######## design 1 ########
==> design_1/m1.png <==
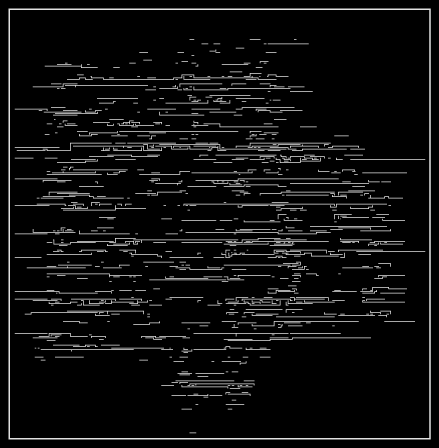
## src/rtl/core_dma_pkg.sv

```systemverilog
// Shared types and constants for the CPU bus DMA arbiter.
// next_dma_state picks the next bus owner from the parity of the upcoming cycle.
package core_dma_pkg;

   typedef enum logic [2:0] {
      IDLE,
      HALT,
      ALIGN,
      OAM_GET,
      OAM_PUT,
      DMC_GET
   } dma_arb_state_type;

   localparam logic [15:0] DMA_REG_ADDR  = 16'h4014;
   localparam logic [15:0] OAM_PORT_ADDR = 16'h2004;

   // DMC wins get cycles; a fetched OAM byte always gets its put before anything else.
   function automatic dma_arb_state_type next_dma_state(
      input logic upcoming_get,
      input logic dmc_pend,
      input logic oam_pend,
      input logic have_byte
   );
      dma_arb_state_type nxt;
      if (upcoming_get) begin
         if (dmc_pend)      nxt = DMC_GET;
         else if (oam_pend) nxt = OAM_GET;
         else               nxt = IDLE;
      end else begin
         if (have_byte)                 nxt = OAM_PUT;
         else if (dmc_pend || oam_pend) nxt = ALIGN;
         else                           nxt = IDLE;
      end
      return nxt;
   endfunction

endpackage

```

## src/rtl/core_dma_arbiter.sv

```systemverilog
// Arbitrates the shared CPU bus between the CPU, OAM sprite DMA and DMC sample fetches.
// The CPU is halted through O_ready while any DMA owns the bus.
//
// state   | meaning
// IDLE    | CPU owns the bus, no DMA pending
// HALT    | CPU stalled; its current read repeats on the bus
// ALIGN   | dummy CPU-address read to reach the right get/put parity
// OAM_GET | read byte {page,offs}
// OAM_PUT | write latched byte to the OAM port
// DMC_GET | read one DMC sample byte
module core_dma_arbiter
   import core_dma_pkg::*;
#(
   parameter logic [15:0] DMA_REG  = DMA_REG_ADDR,
   parameter logic [15:0] OAM_PORT = OAM_PORT_ADDR
) (
   input  logic        I_clock,
   input  logic        I_reset,
   input  logic        I_phy2_tick,
   input  logic [15:0] I_cpu_addr,
   input  logic [7:0]  I_cpu_wr_data,
   input  logic        I_cpu_rdwr,
   input  logic [7:0]  I_rd_data,
   input  logic        I_dmc_req,
   input  logic [15:0] I_dmc_addr,
   output logic        O_dmc_ack,
   output logic [7:0]  O_dmc_data,
   output logic        O_ready,
   output logic        O_busy,
   output logic [15:0] O_addr,
   output logic [7:0]  O_wr_data,
   output logic        O_rdwr
);

   dma_arb_state_type state;
   logic       parity;
   logic       oam_pend;
   logic       dmc_pend;
   logic       have_byte;
   logic [7:0] page;
   logic [7:0] offs;
   logic [7:0] latch;

   logic       cpu_trig;
   logic       oam_pend_nxt;
   logic       dmc_pend_nxt;
   logic       have_byte_nxt;

   // Writes to the DMA register only count while the CPU is actually running.
   assign cpu_trig = (state == IDLE) && !I_cpu_rdwr && (I_cpu_addr == DMA_REG);

   // The scheduler looks at the flags as they will be after this tick.
   always_comb begin
      oam_pend_nxt  = oam_pend | cpu_trig;
      dmc_pend_nxt  = dmc_pend | I_dmc_req;
      have_byte_nxt = have_byte;
      case (state)
         OAM_GET: have_byte_nxt = 1'b1;
         OAM_PUT: begin
            have_byte_nxt = 1'b0;
            if (offs == 8'hFF) oam_pend_nxt = 1'b0;
         end
         DMC_GET: dmc_pend_nxt = I_dmc_req;
         default: ;
      endcase
   end

   always_comb begin
      O_addr    = I_cpu_addr;
      O_wr_data = I_cpu_wr_data;
      O_rdwr    = I_cpu_rdwr;
      case (state)
         ALIGN: O_rdwr = 1'b1;
         OAM_GET: begin
            O_addr = {page, offs};
            O_rdwr = 1'b1;
         end
         OAM_PUT: begin
            O_addr    = OAM_PORT;
            O_wr_data = latch;
            O_rdwr    = 1'b0;
         end
         DMC_GET: begin
            O_addr = I_dmc_addr;
            O_rdwr = 1'b1;
         end
         default: ;
      endcase
   end

   assign O_ready = (state == IDLE);
   assign O_busy  = oam_pend | dmc_pend;

   always_ff @(posedge I_clock or negedge I_reset) begin
      if (!I_reset) begin
         state      <= IDLE;
         parity     <= 1'b0;
         oam_pend   <= 1'b0;
         dmc_pend   <= 1'b0;
         have_byte  <= 1'b0;
         page       <= 8'h00;
         offs       <= 8'h00;
         latch      <= 8'h00;
         O_dmc_ack  <= 1'b0;
         O_dmc_data <= 8'h00;
      end else begin
         O_dmc_ack <= 1'b0;
         if (I_phy2_tick) begin
            parity    <= ~parity;
            oam_pend  <= oam_pend_nxt;
            dmc_pend  <= dmc_pend_nxt;
            have_byte <= have_byte_nxt;
            if (cpu_trig) begin
               page <= I_cpu_wr_data;
               offs <= 8'h00;
            end
            if (state == OAM_GET) latch <= I_rd_data;
            if (state == OAM_PUT) offs <= offs + 8'h01;
            if (state == DMC_GET) begin
               O_dmc_data <= I_rd_data;
               O_dmc_ack  <= 1'b1;
            end
            // parity=1 now means the coming cycle has parity 0, i.e. a get cycle
            if (state == IDLE)
               state <= (oam_pend_nxt || dmc_pend_nxt) ? HALT : IDLE;
            else
               state <= next_dma_state(parity, dmc_pend_nxt, oam_pend_nxt, have_byte_nxt);
         end
      end
   end

endmodule

```

## config.mk

```make
export PLATFORM = sky130hd
export DESIGN_NAME = core_dma_arbiter
export DESIGN_NICKNAME = d
export VERILOG_FILES = /design/src/rtl/core_dma_pkg.sv /design/src/rtl/core_dma_arbiter.sv
export SDC_FILE = /design/constraint.sdc
export NUM_CORES = 1
export LEC_CHECK = 0
export ABC_AREA = 1
export CORE_AREA = 3 3 93 95
export CTS_CLUSTER_DIAMETER = 200
export DETAILED_ROUTE_END_ITERATION = 10
export DIE_AREA = 0 0 96 98
export GPL_TIMING_DRIVEN = 0
export PLACE_DENSITY = 0.63
export SETUP_SLACK_MARGIN = 0.5
export SLEW_MARGIN = 20
export SYNTH_ARGS = -nofsm -noshare
export SYNTH_HDL_FRONTEND = slang
export SYNTH_SLANG_ARGS = --single-unit
```

## constraint.sdc

```tcl
create_clock -name I_clock -period 3.4 [get_ports I_clock]
set_input_delay 1.02 -clock I_clock [delete_from_list [all_inputs] [get_ports I_clock]]
set_output_delay 1.02 -clock I_clock [all_outputs]
set_load 0.03 [all_outputs]
```

==> results.yml <==
# flow metrics
status:
  outcome: "complete, no violations"
setup_path:
  regToRegEndpoint: "offs[7]"
  rr_worst_depth: 6
  crit_path_cell_trace: "clkdlybuf4s50_1 -> nand2_1 -> nand2_1 -> clkbuf_4"
  reg2reg_from: "state[1]"
logic_synthesis:
  synth_area_um2: 2376
  postSynthCellCount: 315
detailed_routing:
  top_layer: "met4"
  wl_met3_um: 695
  drc: 0
final_timing:
  fmax_mhz: 346.8
  layout_min_cycle_time_ns: 2.883
  worst_pin_slew_ns: 0.5051
global_routing:
  grt_max_degree: 23
  grt_antenna_before_repair: 0
  grt.busiest_layer: "met2"
  grt_pass1_wl_um: 11290
final_layout:
  n_antenna_cell: 0
cts:
  cts_max_path_buffers: 2
  clk_pin_slew_ns: 0.08
  clock_sinks: 40
power:
  ir_drop_mv: 0.3387
  power_density_nw_per_um2: 757.2
floorplan:
  die_h_um: 98
## Picture notes: design_1/m1.png
- longest straight run: 34.5 um
- wire length on this layer: 2,960 um
- nets with wire on the layer: 409
- main direction: horizontal
- share of all routed wire: 43%
M1 GR Usage: 19.61%
WL final: 6843 um
Vias: 2,318

layout make-up:
type	instances	area (um^2)	share of cell area, %
Multi-Input combinational cell	229	1171	33.29
Sequential cell	40	1002	28.49
Timing Repair Buffer	92	864.6	24.57
Inverter	37	138.9	3.947
Tap cell	102	127.6	3.627
Buffer	9	85.08	2.418
Clock buffer	5	68.82	1.956
Clock inverter	2	60.06	1.707
through the flow:
step	area (um^2)	hold slack (ns)	setup WS (ns)	std cells
after floorplan	2376	0.4530	0.9168	315
after global placement	3385	0.4652	-0.1214	505
after detailed placement	3407	0.4704	-0.06741	506
after CTS	3438	0.4906	0.4073	513
after global routing	3518	0.5164	0.4714	516
final	3518	0.4868	0.5168	516
worst max-delay path by stage:
stage                         to  slack [ns]
floorplan              O_addr[0]        0.92
global placement      O_addr[13]       -0.12
detailed placement    O_addr[13]       -0.07
CTS                   O_addr[15]        0.41
global route          O_addr[15]        0.47
finish              O_wr_data[5]        0.52
worst register-to-register path: cells and delay by family (launching register included):
family | cells | cell delay (ns)
flip-flops | 1 | 0.46
AND/OR/NAND/NOR | 6 | 0.94
sequential cells by signal, indices dropped and copies added (netlist names), 3 cells and up:
register,flops
latch,8
state,3
O_dmc_data,8
offs,8
page,8

######## design 2 ########
==> design_2/m1.png <==
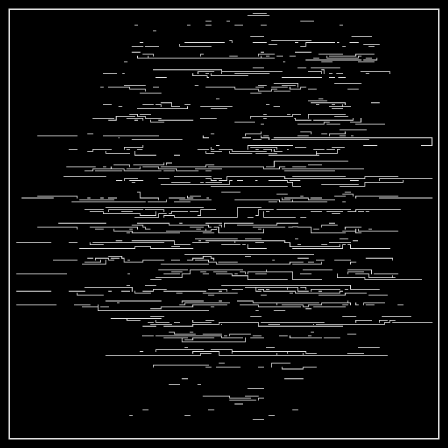
==> design_2/m2.png <==
Bar = 20 um. Cells faint in the background.
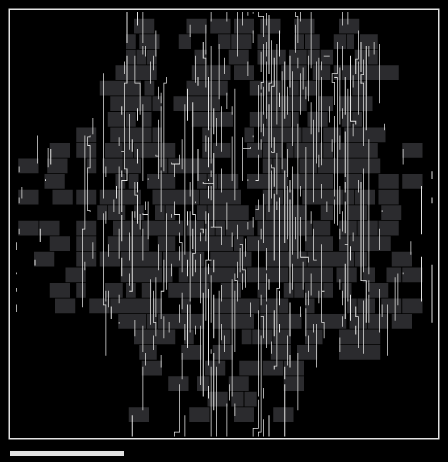
==> design_2/m3.png <==
Bar = 20 um.
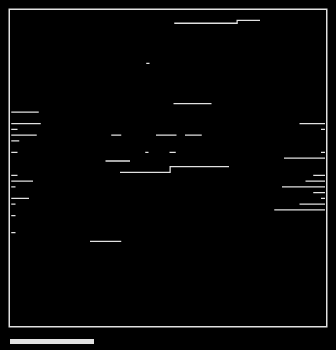
==> src/rtl/stream_downsizer_if.sv <==
// stream_downsizer_if: word-in / beat-out handshake bundle for stream_downsizer
interface stream_downsizer_if #(
    parameter int IN_WIDTH = 32,
    parameter int OUT_WIDTH = 8
);
    localparam int BW = $clog2(IN_WIDTH / OUT_WIDTH) + 1;
    logic                 in_valid_i;
    logic                 in_ready_o;
    logic [IN_WIDTH-1:0]  in_data_i;
    logic [BW-1:0]        in_beats_i;
    logic                 out_valid_o;
    logic                 out_ready_i;
    logic [OUT_WIDTH-1:0] out_data_o;
    logic                 out_last_o;
    modport master (
        output in_valid_i, in_data_i, in_beats_i, out_ready_i,
        input  in_ready_o, out_valid_o, out_data_o, out_last_o
    );
    modport slave (
        input  in_valid_i, in_data_i, in_beats_i, out_ready_i,
        output in_ready_o, out_valid_o, out_data_o, out_last_o
    );
endinterface

==> src/rtl/stream_downsizer.sv <==
// stream_downsizer: splits wide words into LSB-first narrow beats with a per-word beat count
module stream_downsizer #(
    parameter int IN_WIDTH = 32,
    parameter int OUT_WIDTH = 8
) (
    input logic clk,
    input logic rst,
    stream_downsizer_if.slave bus
);
    localparam int RATIO = IN_WIDTH / OUT_WIDTH;
    localparam int BW = $clog2(RATIO) + 1;
    localparam int IW = $clog2(RATIO);
    if (IN_WIDTH % OUT_WIDTH != 0 || RATIO < 2) begin : g_bad_ratio
        $error("stream_downsizer: IN_WIDTH must be a multiple (>=2) of OUT_WIDTH");
    end
    typedef enum logic {IDLE, BUSY} state_t;
    state_t state, state_nx;
    logic [IN_WIDTH-1:0] word;
    logic [IW-1:0] idx;
    logic [BW-1:0] n, nb;
    logic last, xfer_in, xfer_out;
    always_ff @(posedge clk) state <= rst ? IDLE : state_nx;
    always_comb state_nx = xfer_in ? BUSY : (xfer_out && last) ? IDLE : state;
    // Last-beat handoff keeps in_ready_o high so the next word loads with no bubble
    always_comb begin
        last = state == BUSY && BW'(idx) == n - BW'(1);
        bus.out_valid_o = state == BUSY && !rst;
        bus.out_last_o = last && !rst;
        bus.out_data_o = rst ? '0 : word[idx*OUT_WIDTH +: OUT_WIDTH];
        xfer_out = bus.out_valid_o && bus.out_ready_i;
        bus.in_ready_o = state == IDLE || rst || (xfer_out && last);
        xfer_in = bus.in_valid_i && bus.in_ready_o;
        nb = (bus.in_beats_i == '0 || bus.in_beats_i > BW'(RATIO)) ? BW'(RATIO) : bus.in_beats_i;
    end
    always_ff @(posedge clk) begin
        if (rst) begin
            word <= '0;
            idx <= '0;
            n <= '0;
        end else if (xfer_in) begin
            word <= bus.in_data_i;
            idx <= '0;
            n <= nb;
        end else if (xfer_out && !last) begin
            idx <= idx + IW'(1);
        end
    end
endmodule

==> src/flat_wrapper.sv <==
// flat-port wrapper written by rule: the top's interface ports become plain ports
module stream_downsizer_flat 
#(
    parameter int IN_WIDTH = 32,
    parameter int OUT_WIDTH = 8
)
  (clk, rst, bus_in_valid_i, bus_in_data_i, bus_in_beats_i, bus_out_ready_i, bus_in_ready_o, bus_out_valid_o, bus_out_data_o, bus_out_last_o);
  stream_downsizer_if #(.IN_WIDTH(IN_WIDTH), .OUT_WIDTH(OUT_WIDTH)) bus_i ();
  input logic clk;
  input logic rst;
  input wire logic [$bits(bus_i.in_valid_i)-1:0] bus_in_valid_i;
  input wire logic [$bits(bus_i.in_data_i)-1:0] bus_in_data_i;
  input wire logic [$bits(bus_i.in_beats_i)-1:0] bus_in_beats_i;
  input wire logic [$bits(bus_i.out_ready_i)-1:0] bus_out_ready_i;
  output wire logic [$bits(bus_i.in_ready_o)-1:0] bus_in_ready_o;
  output wire logic [$bits(bus_i.out_valid_o)-1:0] bus_out_valid_o;
  output wire logic [$bits(bus_i.out_data_o)-1:0] bus_out_data_o;
  output wire logic [$bits(bus_i.out_last_o)-1:0] bus_out_last_o;
  assign bus_i.in_valid_i = bus_in_valid_i;
  assign bus_i.in_data_i = bus_in_data_i;
  assign bus_i.in_beats_i = bus_in_beats_i;
  assign bus_i.out_ready_i = bus_out_ready_i;
  assign bus_in_ready_o = bus_i.in_ready_o;
  assign bus_out_valid_o = bus_i.out_valid_o;
  assign bus_out_data_o = bus_i.out_data_o;
  assign bus_out_last_o = bus_i.out_last_o;
  stream_downsizer #(.IN_WIDTH(IN_WIDTH), .OUT_WIDTH(OUT_WIDTH)) u_core (.clk(clk), .rst(rst), .bus(bus_i));
endmodule
==> config.mk <==
export PLATFORM = sky130hd
export DESIGN_NAME = stream_downsizer_flat
export DESIGN_NICKNAME = d
export VERILOG_FILES = /design/src/rtl/stream_downsizer_if.sv /design/src/rtl/stream_downsizer.sv /design/src/flat_wrapper.sv
export SDC_FILE = /design/constraint.sdc
export NUM_CORES = 1
export LEC_CHECK = 0
export CAP_MARGIN = 10
export CORE_UTILIZATION = 40
export CTS_BUF_LIST = sky130_fd_sc_hd__clkbuf_4 sky130_fd_sc_hd__clkbuf_8
export DETAILED_ROUTE_END_ITERATION = 12
export PLACE_DENSITY = 0.75
export SYNTH_ARGS = -nofsm -noshare
export SYNTH_HDL_FRONTEND = slang
export SYNTH_SLANG_ARGS = --single-unit
==> constraint.sdc <==
create_clock -name clk -period 7 [get_ports clk]
set_input_delay 2.1 -clock clk [delete_from_list [all_inputs] [get_ports clk]]
set_output_delay 2.1 -clock clk [all_outputs]
set_load 0.01 [all_outputs]
==> results.yml <==
# flow metrics
place:
  placed_area_um2: 2552
  place_worst_setup_slack_ns: 1.259
  io_buffer_count: 49
  gp_congestion: 0.7641
global_routing:
  grt-ovfl-total: 0
  grt_pass1_wl_um: 7383
  grt_max_degree: 49
  grt_antenna_before_repair: 0
cts:
  clk_latency_ns: 0.29
  hold_buffers: 0
  post_cts_buffers: 0
power:
  leakagePower_nw: 0.8980
detailed_routing:
  drt-vias-per-instance: 5.238
logic_synthesis:
  top_area_cell: "dfxtp_1"
  synthTopCellsByCount: "dfxtp_1 (38), nand3_2 (26), a21oi_2 (19)"
  synth_area_um2: 2125
  ys_sh_xor_pct: 3.239
setup_path:
  critical_path_depth: 5
  setup.worst_path.end: "bus_in_ready_o"
  regToRegEndpoint: "u_core.n[2]"
final_layout:
  fill_cells: 495
  layout.area.comb_um2: 1172
worst_hold_path:
  hp-class: "register to register"
status:
  outcome: "complete, no violations"
About design_2/m1.png:
- longest straight run: 29.4 um
- share of all routed wire: 48%
- main direction: horizontal

About design_2/m2.png:
- share of all routed wire: 47%
- nets with wire on the layer: 234
- wire length on this layer: 2,120 um
- longest straight run: 37.1 um

About design_2/m3.png:
- longest straight run: 14.7 um
- main direction: horizontal
- share of all routed wire: 3.7%
- wire length on this layer: 170 um
- nets with wire on the layer: 31

==> worst reg2reg max path, stage by stage, from the launching register on <==
cell and delay, ns:
dfxtp_1 0.41, inv_1 0.09, ha_1 0.34, xor2_1 0.30, a41oi_4 0.15, buf_4 0.26, inv_4 0.09, buf_4 0.44
a21oi_1 0.14, a211oi_1 0.23
==> registers in the layout, indices dropped and copies added (netlist names) <==
name / count
u_core.n: 3
u_core.idx: 2
u_core.word: 32
u_core.state: 1
==> per-layer routing <==
| layer | track usage (%) | share of wire (%) | routed length [um] |
|---|---|---|---|
| met1 | 25.32 | 48 | 2171 |
| met2 | 26.43 | 47 | 2119 |
| met3 | 3.347 | 3.7 | 169 |
| met4 | 7.757 | 1.7 | 76 |
| met5 | 0 | 0 | 0 |
==> stage by stage <==
stage                     utilization (%)  instances
after floorplan                         -        210
after global routing                52.11        319
after global placement              49.98        311
after CTS                           52.11        319
after detailed placement            49.98        311
final                               52.11        319
==> power by group <==
part / switching, mW / internal, mW
Combinational: 0.0483 / 0.0496
Sequential: 0.00959 / 0.229
Clock: 0.0726 / 0.105
Total: 0.130 / 0.384

######## design 3 ########
==> design_3/m1.png <==
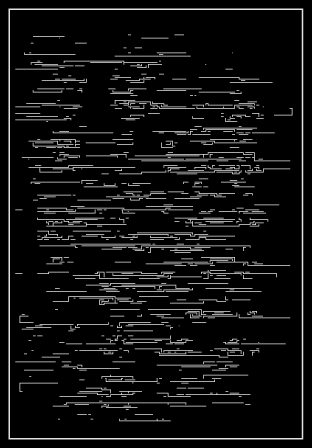
$ cat config.mk
export PLATFORM = sky130hd
export DESIGN_NAME = bcd_count2_flat
export DESIGN_NICKNAME = d
export VERILOG_FILES = /design/src/rtl/bcd_count2_if.sv /design/src/rtl/bcd_count2.sv /design/src/flat_wrapper.sv
export SDC_FILE = /design/constraint.sdc
export NUM_CORES = 1
export LEC_CHECK = 0
export CORE_ASPECT_RATIO = 1.5
export CORE_MARGIN = 2
export CORE_UTILIZATION = 46
export CTS_CLUSTER_SIZE = 28
export DETAILED_ROUTE_END_ITERATION = 16
export GPL_ROUTABILITY_DRIVEN = 0
export HOLD_SLACK_MARGIN = 0.02
export PLACE_DENSITY = 0.61
export RECOVER_POWER = 50
export SETUP_SLACK_MARGIN = 0.02
export SLEW_MARGIN = 10
export SYNTH_ARGS = -nofsm -noshare
export SYNTH_HDL_FRONTEND = slang
export SYNTH_SLANG_ARGS = --single-unit
$ cat constraint.sdc
create_clock -name clk -period 6.1 [get_ports clk]
set_clock_uncertainty 0.2 [all_clocks]
set_input_delay 1.525 -clock clk [delete_from_list [all_inputs] [get_ports clk]]
set_output_delay 1.525 -clock clk [all_outputs]
set_load 0.05 [all_outputs]
$ cat src/rtl/bcd_count2_if.sv
// rtl/bcd_count2_if.sv - control and digit bundle between the elapsed-time counter and its neighbours
interface bcd_count2_if;
  logic       start;
  logic       pause;
  logic       clear;
  logic       stop;
  logic [3:0] fact_f;
  logic [3:0] fact_l;
  logic       running;
  logic       done;

  modport master (
    output start, pause, clear, stop,
    input  fact_f, fact_l, running, done
  );

  modport slave (
    input  start, pause, clear, stop,
    output fact_f, fact_l, running, done
  );
endinterface

$ cat src/rtl/bcd_count2.sv
// rtl/bcd_count2.sv - two-digit BCD elapsed-time counter advanced by a prescaled tick
module bcd_count2 #(
  parameter int TICK_DIV = 100000000,
  parameter int PW       = 27
) (
  input  logic         clk,
  input  logic         rst_n,
  bcd_count2_if.slave  bus
);

  typedef enum logic [1:0] {
    ST_IDLE   = 2'd0,
    ST_RUN    = 2'd1,
    ST_PAUSED = 2'd2,
    ST_DONE   = 2'd3
  } state_t;

  localparam logic [PW-1:0] TICK_LAST = PW'(TICK_DIV - 1);

  state_t        state_q, state_d;
  logic [PW-1:0] presc_q, presc_d;
  logic [3:0]    tens_q, tens_d;
  logic [3:0]    ones_q, ones_d;
  logic          running_q;
  logic          done_q;

  logic          tick;
  logic          carry;
  logic [3:0]    ones_inc;
  logic [3:0]    tens_inc;

  assign tick = (state_q == ST_RUN) && (presc_q == TICK_LAST);

  // Out-of-range digits (after an upset) collapse to 0 on the next increment.
  assign carry    = (ones_q == 4'd9);
  assign ones_inc = (ones_q >= 4'd9) ? 4'd0 : ones_q + 4'd1;

  always_comb begin
    tens_inc = tens_q;
    if (tens_q > 4'd9) begin
      tens_inc = 4'd0;
    end else if (carry) begin
      tens_inc = (tens_q == 4'd9) ? 4'd0 : tens_q + 4'd1;
    end
  end

  always_comb begin
    state_d = state_q;
    presc_d = presc_q;
    tens_d  = tens_q;
    ones_d  = ones_q;

    if (bus.clear) begin
      state_d = ST_IDLE;
      presc_d = '0;
      tens_d  = 4'd0;
      ones_d  = 4'd0;
    end else begin
      case (state_q)
        ST_IDLE: begin
          if (bus.start) begin
            state_d = bus.stop ? ST_DONE : ST_RUN;
            presc_d = '0;
          end
        end

        ST_RUN: begin
          // stop and pause both swallow a coincident tick; prescaler holds.
          if (bus.stop) begin
            state_d = ST_DONE;
          end else if (bus.pause) begin
            state_d = ST_PAUSED;
          end else if (tick) begin
            presc_d = '0;
            ones_d  = ones_inc;
            tens_d  = tens_inc;
          end else begin
            presc_d = presc_q + PW'(1);
          end
        end

        ST_PAUSED: begin
          if (bus.start || bus.pause) begin
            state_d = ST_RUN;
          end
        end

        ST_DONE: begin
          state_d = ST_DONE;
        end

        default: begin
          state_d = ST_IDLE;
          presc_d = '0;
          tens_d  = 4'd0;
          ones_d  = 4'd0;
        end
      endcase
    end
  end

  always_ff @(posedge clk) begin
    if (!rst_n) begin
      state_q   <= ST_IDLE;
      presc_q   <= '0;
      tens_q    <= 4'd0;
      ones_q    <= 4'd0;
      running_q <= 1'b0;
      done_q    <= 1'b0;
    end else begin
      state_q   <= state_d;
      presc_q   <= presc_d;
      tens_q    <= tens_d;
      ones_q    <= ones_d;
      running_q <= (state_d == ST_RUN);
      done_q    <= (state_d == ST_DONE);
    end
  end

  assign bus.fact_f  = tens_q;
  assign bus.fact_l  = ones_q;
  assign bus.running = running_q;
  assign bus.done    = done_q;

endmodule

$ cat src/flat_wrapper.sv
// flat-port wrapper written by rule: the top's interface ports become plain ports
module bcd_count2_flat 
#(
  parameter int TICK_DIV = 100000000,
  parameter int PW       = 27
)
  (clk, rst_n, bus_start, bus_pause, bus_clear, bus_stop, bus_fact_f, bus_fact_l, bus_running, bus_done);
  bcd_count2_if bus_i ();
  input  logic clk;
  input  logic rst_n;
  input wire logic [$bits(bus_i.start)-1:0] bus_start;
  input wire logic [$bits(bus_i.pause)-1:0] bus_pause;
  input wire logic [$bits(bus_i.clear)-1:0] bus_clear;
  input wire logic [$bits(bus_i.stop)-1:0] bus_stop;
  output wire logic [$bits(bus_i.fact_f)-1:0] bus_fact_f;
  output wire logic [$bits(bus_i.fact_l)-1:0] bus_fact_l;
  output wire logic [$bits(bus_i.running)-1:0] bus_running;
  output wire logic [$bits(bus_i.done)-1:0] bus_done;
  assign bus_i.start = bus_start;
  assign bus_i.pause = bus_pause;
  assign bus_i.clear = bus_clear;
  assign bus_i.stop = bus_stop;
  assign bus_fact_f = bus_i.fact_f;
  assign bus_fact_l = bus_i.fact_l;
  assign bus_running = bus_i.running;
  assign bus_done = bus_i.done;
  bcd_count2 #(.TICK_DIV(TICK_DIV), .PW(PW)) u_core (.clk(clk), .rst_n(rst_n), .bus(bus_i));
endmodule
==> results.yml <==
# flow metrics
cts:
  clockRootBuffer: "clkbuf_8"
global_routing:
  grt_pass1_vias: 1810
  grt-ovfl-total: 0
place:
  place_worst_setup_slack_ns: 2.231
  dp_hpwl_um: 3694
status:
  outcome: "complete, no violations"
floorplan:
  fp-utilization_pct: 48.36
  pin_count: 16
  die_h_um: 88.98
setup_path:
  critPathMaxFanout: 18
  critical_path_class: "primary input to register"
  crit_path_cell_trace: "dlygate4sd3_1 -> nor3b_1 -> o21bai_1 -> clkbuf_1 -> or3_1 -> or4b_1 -> a31oi_1"
  crit_family: "simple AND/OR/NAND/NOR gates"
final_layout:
  n_antenna_cell: 0
logic_synthesis:
  synthAoiAreaFrac_pct: 14.07
  avgSynthCellArea_um2: 8.389
  ys_area_um2: 2215
  ys_seq_share_pct: 35.25
  synthTopCellsByCount: "dfxtp_1 (39), nand2_1 (25), nor2_1 (25)"
detailed_routing:
  drtIter0Drc: 97
final_timing:
  setup-violations-final: 0
  finalSetupTns_ns: 0
  worst_pin_slew_ns: 0.8696
  fin_crit_sh_pct: 65.53
flow_run:
  drv_cap: 0
power:
  switchingPower_uw: 116.7
  clkPwrFrac_pct: 47.5
Notes on design_3/m1.png above:
- main direction: horizontal
- wire length on this layer: 2,280 um
- nets with wire on the layer: 267
- share of all routed wire: 44%
M1 GR Usage: 25.20%
WL final: 5136 um
Vias: 2,005

[metal layers]
metal	routed length, um	track usage [%]	part of all wire [%]
met5	0	0	0
met3	153	4.486	3.0
met2	2655	37.24	52
met1	2278	25.20	44
met4	48	6.719	0.93
[cell type report]
class	count	area (um^2)
sequential	39	780.7
tap	64	80.08
multi-input combinational	210	1326
inverter	5	18.77
clock buffer	5	68.82
fill	460	2083
clock inverter	3	67.56
timing repair buffer	16	153.9
[final timing paths]
kind                                          from                  to  slack (ns)  cells past startpoint
worst max-delay path                     bus_pause   u_core.presc_q[5]        2.10                      7
worst min-delay path            u_core.presc_q[23]  u_core.presc_q[23]        0.26                      1
worst max register to register   u_core.presc_q[0]   u_core.presc_q[4]        3.20                      6
worst min register to register  u_core.presc_q[23]  u_core.presc_q[23]        0.26                      1
[power groups by stage]
stage	registers [mW]	clock network (mW)	logic, mW
6_report	0.257	0.258	0.0292
2_1_floorplan	0.264	0	0.0175
3_5_place_dp	0.263	0	0.0307
4_1_cts	0.257	0.265	0.0308
3_3_place_gp	0.263	0	0.0305
5_1_grt	0.257	0.276	0.0324

######## design 4 ########
==> src/rtl/elevator_ctrl.sv <==
// Dispatch FSM for a 4-storey elevator: latches car/hall calls, tracks floor and direction,
// and commands the run timer (mv2nxt) and door timer (opendoor) from their done-flag rises.
module elevator_ctrl #(
    parameter logic [1:0] RESET_FLOOR = 2'd0
) (
    input  logic       CP,
    input  logic       CR,
    input  logic [3:0] car_btn,
    input  logic [3:0] hall_up,
    input  logic [3:0] hall_dn,
    input  logic       endRun,
    input  logic       endOpen,
    output logic       mv2nxt,
    output logic       opendoor,
    output logic [1:0] floor,
    output logic [1:0] dir,
    output logic [3:0] car_req,
    output logic [3:0] up_req,
    output logic [3:0] dn_req
);
    typedef enum logic [1:0] {IDLE, RUN, DECIDE, OPEN} state_t;

    localparam logic [1:0] DIR_IDLE = 2'b00;
    localparam logic [1:0] DIR_UP   = 2'b01;
    localparam logic [1:0] DIR_DN   = 2'b10;

    state_t     state, state_nxt;
    logic [1:0] floor_nxt, dir_nxt, rev_dir;
    logic [3:0] car_clr, up_clr, dn_clr;
    logic [3:0] pend, sel, below_mask, above_mask;
    logic       endrun_q, endopen_q, run_rise, open_rise;
    logic       here, above, below, ahead, behind, same_hall, stop;

    assign run_rise  = endRun  & ~endrun_q;
    assign open_rise = endOpen & ~endopen_q;

    assign pend       = car_req | up_req | dn_req;
    assign sel        = 4'b0001 << floor;
    assign below_mask = sel - 4'd1;
    assign above_mask = ~(sel | below_mask);

    assign here  = |(pend & sel);
    assign above = |(pend & above_mask);
    assign below = |(pend & below_mask);

    // With no travel direction everything off-floor counts as "behind".
    assign ahead     = (dir == DIR_UP) ? above : (dir == DIR_DN) ? below : 1'b0;
    assign behind    = (dir == DIR_UP) ? below : (dir == DIR_DN) ? above : (above | below);
    assign rev_dir   = (dir == DIR_UP) ? DIR_DN : (dir == DIR_DN) ? DIR_UP :
                       (above ? DIR_UP : DIR_DN);
    assign same_hall = (dir == DIR_UP) ? |(up_req & sel) :
                       (dir == DIR_DN) ? |(dn_req & sel) : 1'b0;
    assign stop      = |(car_req & sel) | same_hall | (~ahead & here);

    always_comb begin
        // NOTE: every output of this block gets a default first so no path leaves a latch.
        state_nxt = state;
        floor_nxt = floor;
        dir_nxt   = dir;
        car_clr   = 4'b0000;
        up_clr    = 4'b0000;
        dn_clr    = 4'b0000;
        unique case (state)
            IDLE: begin
                if (here) begin
                    state_nxt = OPEN;
                    car_clr   = sel;
                    up_clr    = sel;
                    dn_clr    = sel;
                end else if (above) begin
                    dir_nxt   = DIR_UP;
                    state_nxt = RUN;
                end else if (below) begin
                    dir_nxt   = DIR_DN;
                    state_nxt = RUN;
                end else begin
                    dir_nxt   = DIR_IDLE;
                end
            end
            RUN: begin
                if (run_rise) begin
                    if (dir == DIR_UP && floor != 2'd3)
                        floor_nxt = floor + 2'd1;
                    else if (dir == DIR_DN && floor != 2'd0)
                        floor_nxt = floor - 2'd1;
                    state_nxt = DECIDE;
                end
            end
            DECIDE: begin
                if (stop) begin
                    car_clr   = sel;
                    up_clr    = (dir == DIR_UP) ? sel : 4'b0000;
                    dn_clr    = (dir == DIR_DN) ? sel : 4'b0000;
                    state_nxt = OPEN;
                    if (!ahead) begin
                        up_clr  = sel;
                        dn_clr  = sel;
                        dir_nxt = behind ? rev_dir : DIR_IDLE;
                    end
                end else if (ahead) begin
                    state_nxt = RUN;
                end else if (behind) begin
                    dir_nxt   = rev_dir;
                    state_nxt = RUN;
                end else begin
                    dir_nxt   = DIR_IDLE;
                    state_nxt = IDLE;
                end
            end
            OPEN: begin
                // Door open: anything pressed at this floor is served immediately.
                car_clr = sel;
                up_clr  = sel;
                dn_clr  = sel;
                if (open_rise)
                    state_nxt = DECIDE;
            end
            default: state_nxt = IDLE;
        endcase
    end

    always_ff @(posedge CP or posedge CR) begin
        if (CR) begin
            state     <= IDLE;
            floor     <= RESET_FLOOR;
            dir       <= DIR_IDLE;
            mv2nxt    <= 1'b0;
            opendoor  <= 1'b0;
            car_req   <= 4'b0000;
            up_req    <= 4'b0000;
            dn_req    <= 4'b0000;
            endrun_q  <= 1'b0;
            endopen_q <= 1'b0;
        end else begin
            // NOTE: non-blocking so every register samples pre-edge values regardless of order.
            state     <= state_nxt;
            floor     <= floor_nxt;
            dir       <= dir_nxt;
            mv2nxt    <= (state_nxt == RUN);
            opendoor  <= (state_nxt == OPEN);
            car_req   <= (car_req | car_btn) & ~car_clr;
            up_req    <= (up_req  | hall_up) & ~up_clr & 4'b0111;
            dn_req    <= (dn_req  | hall_dn) & ~dn_clr & 4'b1110;
            endrun_q  <= endRun;
            endopen_q <= endOpen;
        end
    end
endmodule

==> config.mk <==
export PLATFORM = sky130hd
export DESIGN_NAME = elevator_ctrl
export DESIGN_NICKNAME = d
export VERILOG_FILES = /design/src/rtl/elevator_ctrl.sv
export SDC_FILE = /design/constraint.sdc
export NUM_CORES = 1
export LEC_CHECK = 0
export ABC_AREA = 1
export CAP_MARGIN = 20
export CELL_PAD_IN_SITES_DETAIL_PLACEMENT = 1
export CELL_PAD_IN_SITES_GLOBAL_PLACEMENT = 2
export CORE_MARGIN = 2
export CORE_UTILIZATION = 23
export CTS_CLUSTER_DIAMETER = 150
export DETAILED_ROUTE_END_ITERATION = 8
export GPL_TIMING_DRIVEN = 0
export PLACE_DENSITY = 0.76
export SYNTH_ARGS = -nofsm -noshare
export SYNTH_HDL_FRONTEND = slang
export SYNTH_SLANG_ARGS = --single-unit
==> constraint.sdc <==
create_clock -name CP -period 1.3 [get_ports CP]
set_input_delay 0.325 -clock CP [delete_from_list [all_inputs] [get_ports CP]]
set_output_delay 0.325 -clock CP [all_outputs]
set_load 0.02 [all_outputs]
==> design_4/m1.png <==
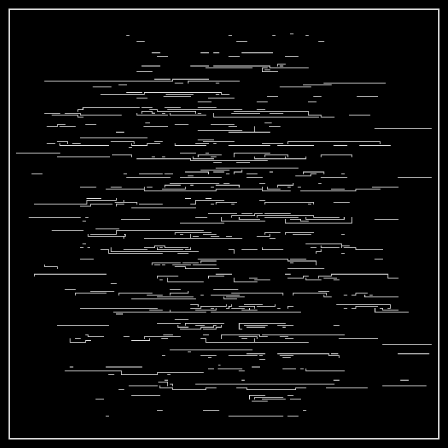
- longest straight run: 24.8 um
- nets with wire on the layer: 210
- share of all routed wire: 44%
- wire length on this layer: 1,780 um
Vias: 1,285
WL final: 4046 um
M1 GR Usage: 17.49%

==> results.yml <==
# flow metrics
setup_path:
  crit_slowest_cell: "dfrtp_2"
  rr_worst_depth: 11
  setup.worst_path.end: "opendoor"
  path_common_cell: "nand2_1"
logic_synthesis:
  top_area_cell: "dfrtp_1"
  synth-cells-yosys: 166
power:
  power_density_nw_per_um2: 2810
  pg_comb_mw: 4.08
  leakagePower_nw: 0.9702
final_layout:
  nonClockBufferCount: 57
  seq_area_um2: 505.5
  flops: 20
  layout.area.comb_um2: 828.3
  drive_gt1_share_pct: 48.21
  biggestCellCategory: "combinational gates"
  final_area_um2: 2098
floorplan:
  core_area_um2: 5107
final_timing:
  setup-violations-final: 19
  rsz0062_at_grt: "yes"
  finalWorstSetupSlack_ns: -0.2887
status:
  violations: "setup timing"
  outcome: "finished, violations left"
cts:
  numCtsBuffers: 3
  cts_htree_levels: 1
  tritoncts: "done"
global_routing:
  track_usage_pct: 13.95
place:
  dp.cells: 266
-- registers in the layout, indices dropped and copies added, names as in the netlist --
name	flops
state	2
car_req	4
up_req	3
endrun_q	1
floor	2
mv2nxt	1
opendoor	1
endopen_q	1
dir	2
dn_req	3
-- through the flow --
step                      setup WS (ns)  TNS, ns  utilization (%)
after global routing            -0.4501   -6.649            41.08
final                           -0.2887   -4.152            41.08
after CTS                       -0.2643   -3.859            37.90
after detailed placement        -0.3678   -7.741            31.63
after floorplan                 -0.1758   -2.476                -
after global placement          -0.3737   -6.541            31.63
-- worst max-delay path, delay by kind of cell (launching register included) --
kind | cells | cell delay [ns]
simple gates | 7 | 0.64
compound gates | 1 | 0.16
flops | 1 | 0.43
buf+inv | 3 | 0.25
-- kinds of logic after synthesis --
| family | Yosys count | share of synthesized area (%) |
|---|---|---|
| and+or+nand+nor | 100 | 36.89 |
| xor gates and xnor gates | 1 | 0.7173 |
| DFF | 20 | 40.98 |
| AOI/OAI and AO/OA | 19 | 11.17 |
| other | 1 | 0.3071 |
| buffers and inverters | 25 | 9.938 |
-- layer usage --
layer	share of wire [%]	global-route usage [%]
met3	2.9	2.353
met1	44	17.49
met5	0	0
met4	1.2	4.909
met2	52	24.04


==> screenshots <==
Layout detail.
Plate I
Bar = 5 um. Region (5, 57) to (25, 77) um. Cells in gray, sequential cells in the stronger gray; small squares are vias.
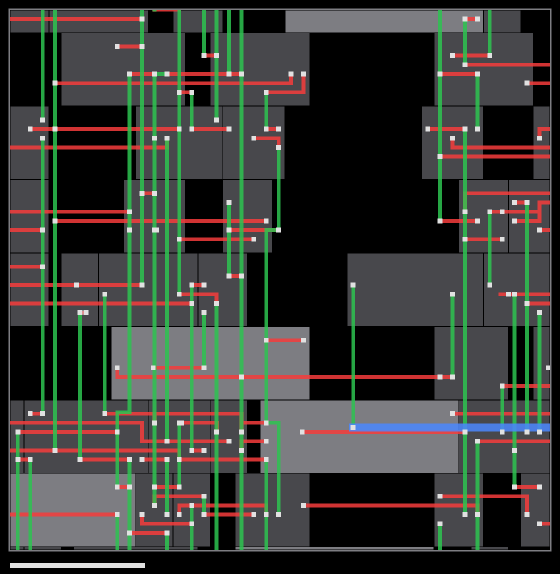
Plate II
Bar = 5 um. Region (9, 48) to (29, 68) um. Cells in gray, sequential cells in the stronger gray; small squares are vias.
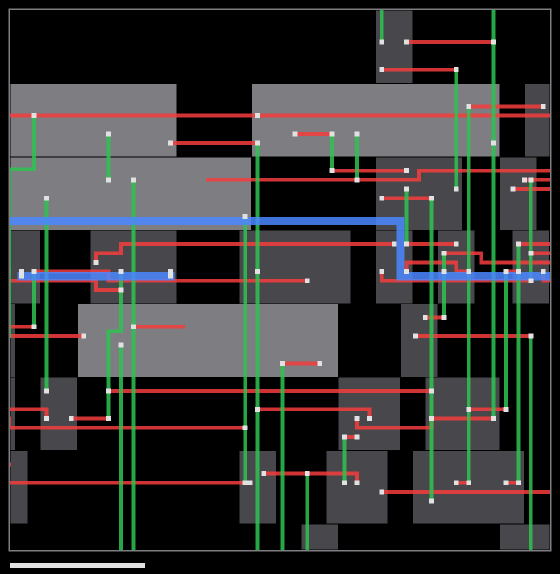
Plate III
Bar = 5 um. Region (9, 46) to (29, 66) um. Cells in gray, sequential cells in the stronger gray; small squares are vias.
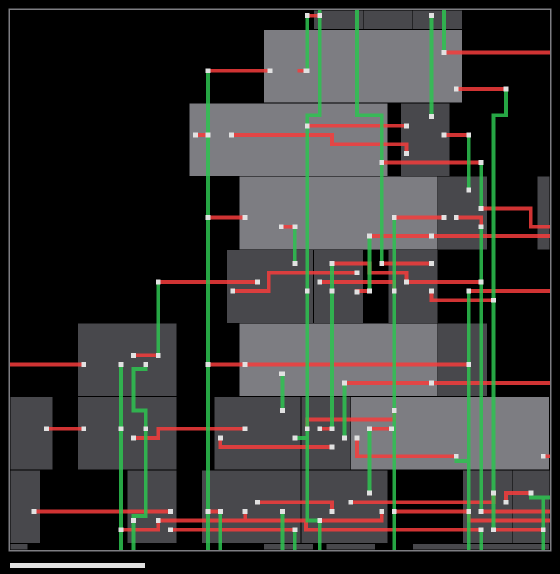
Plate IV
Bar = 5 um. Region (14, 64) to (34, 84) um. Cells in gray, sequential cells in the stronger gray; small squares are vias.
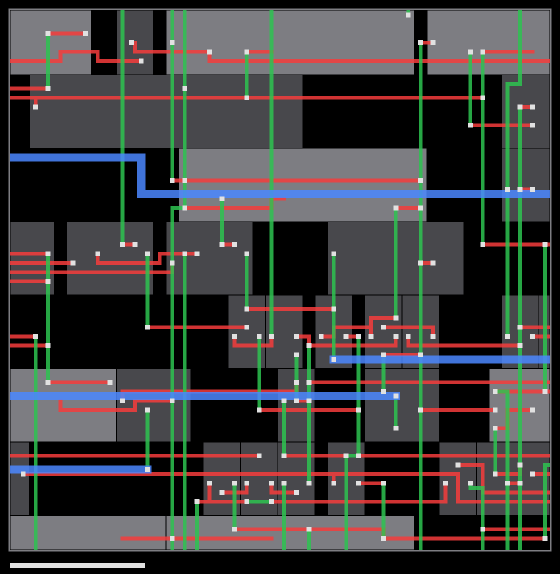
Plate IV comes from design 1.
Plate III comes from design 2.
Plate II comes from design 4.
Plate I comes from design 3.
Of these, largest die: Plate IV

Key to Plate IV:
- green: M2
- blue: M3
- red: M1
- sequential cells in the window: 2
- cells with their middle in the window: 24
- most frequent: nand2_1 (12), o21ai_2 (4), dfrtp_1 (2)
- netlist names of flops here include: O_dmc_ack (1), latch (1)

Power and IR drop assume default switching activity.
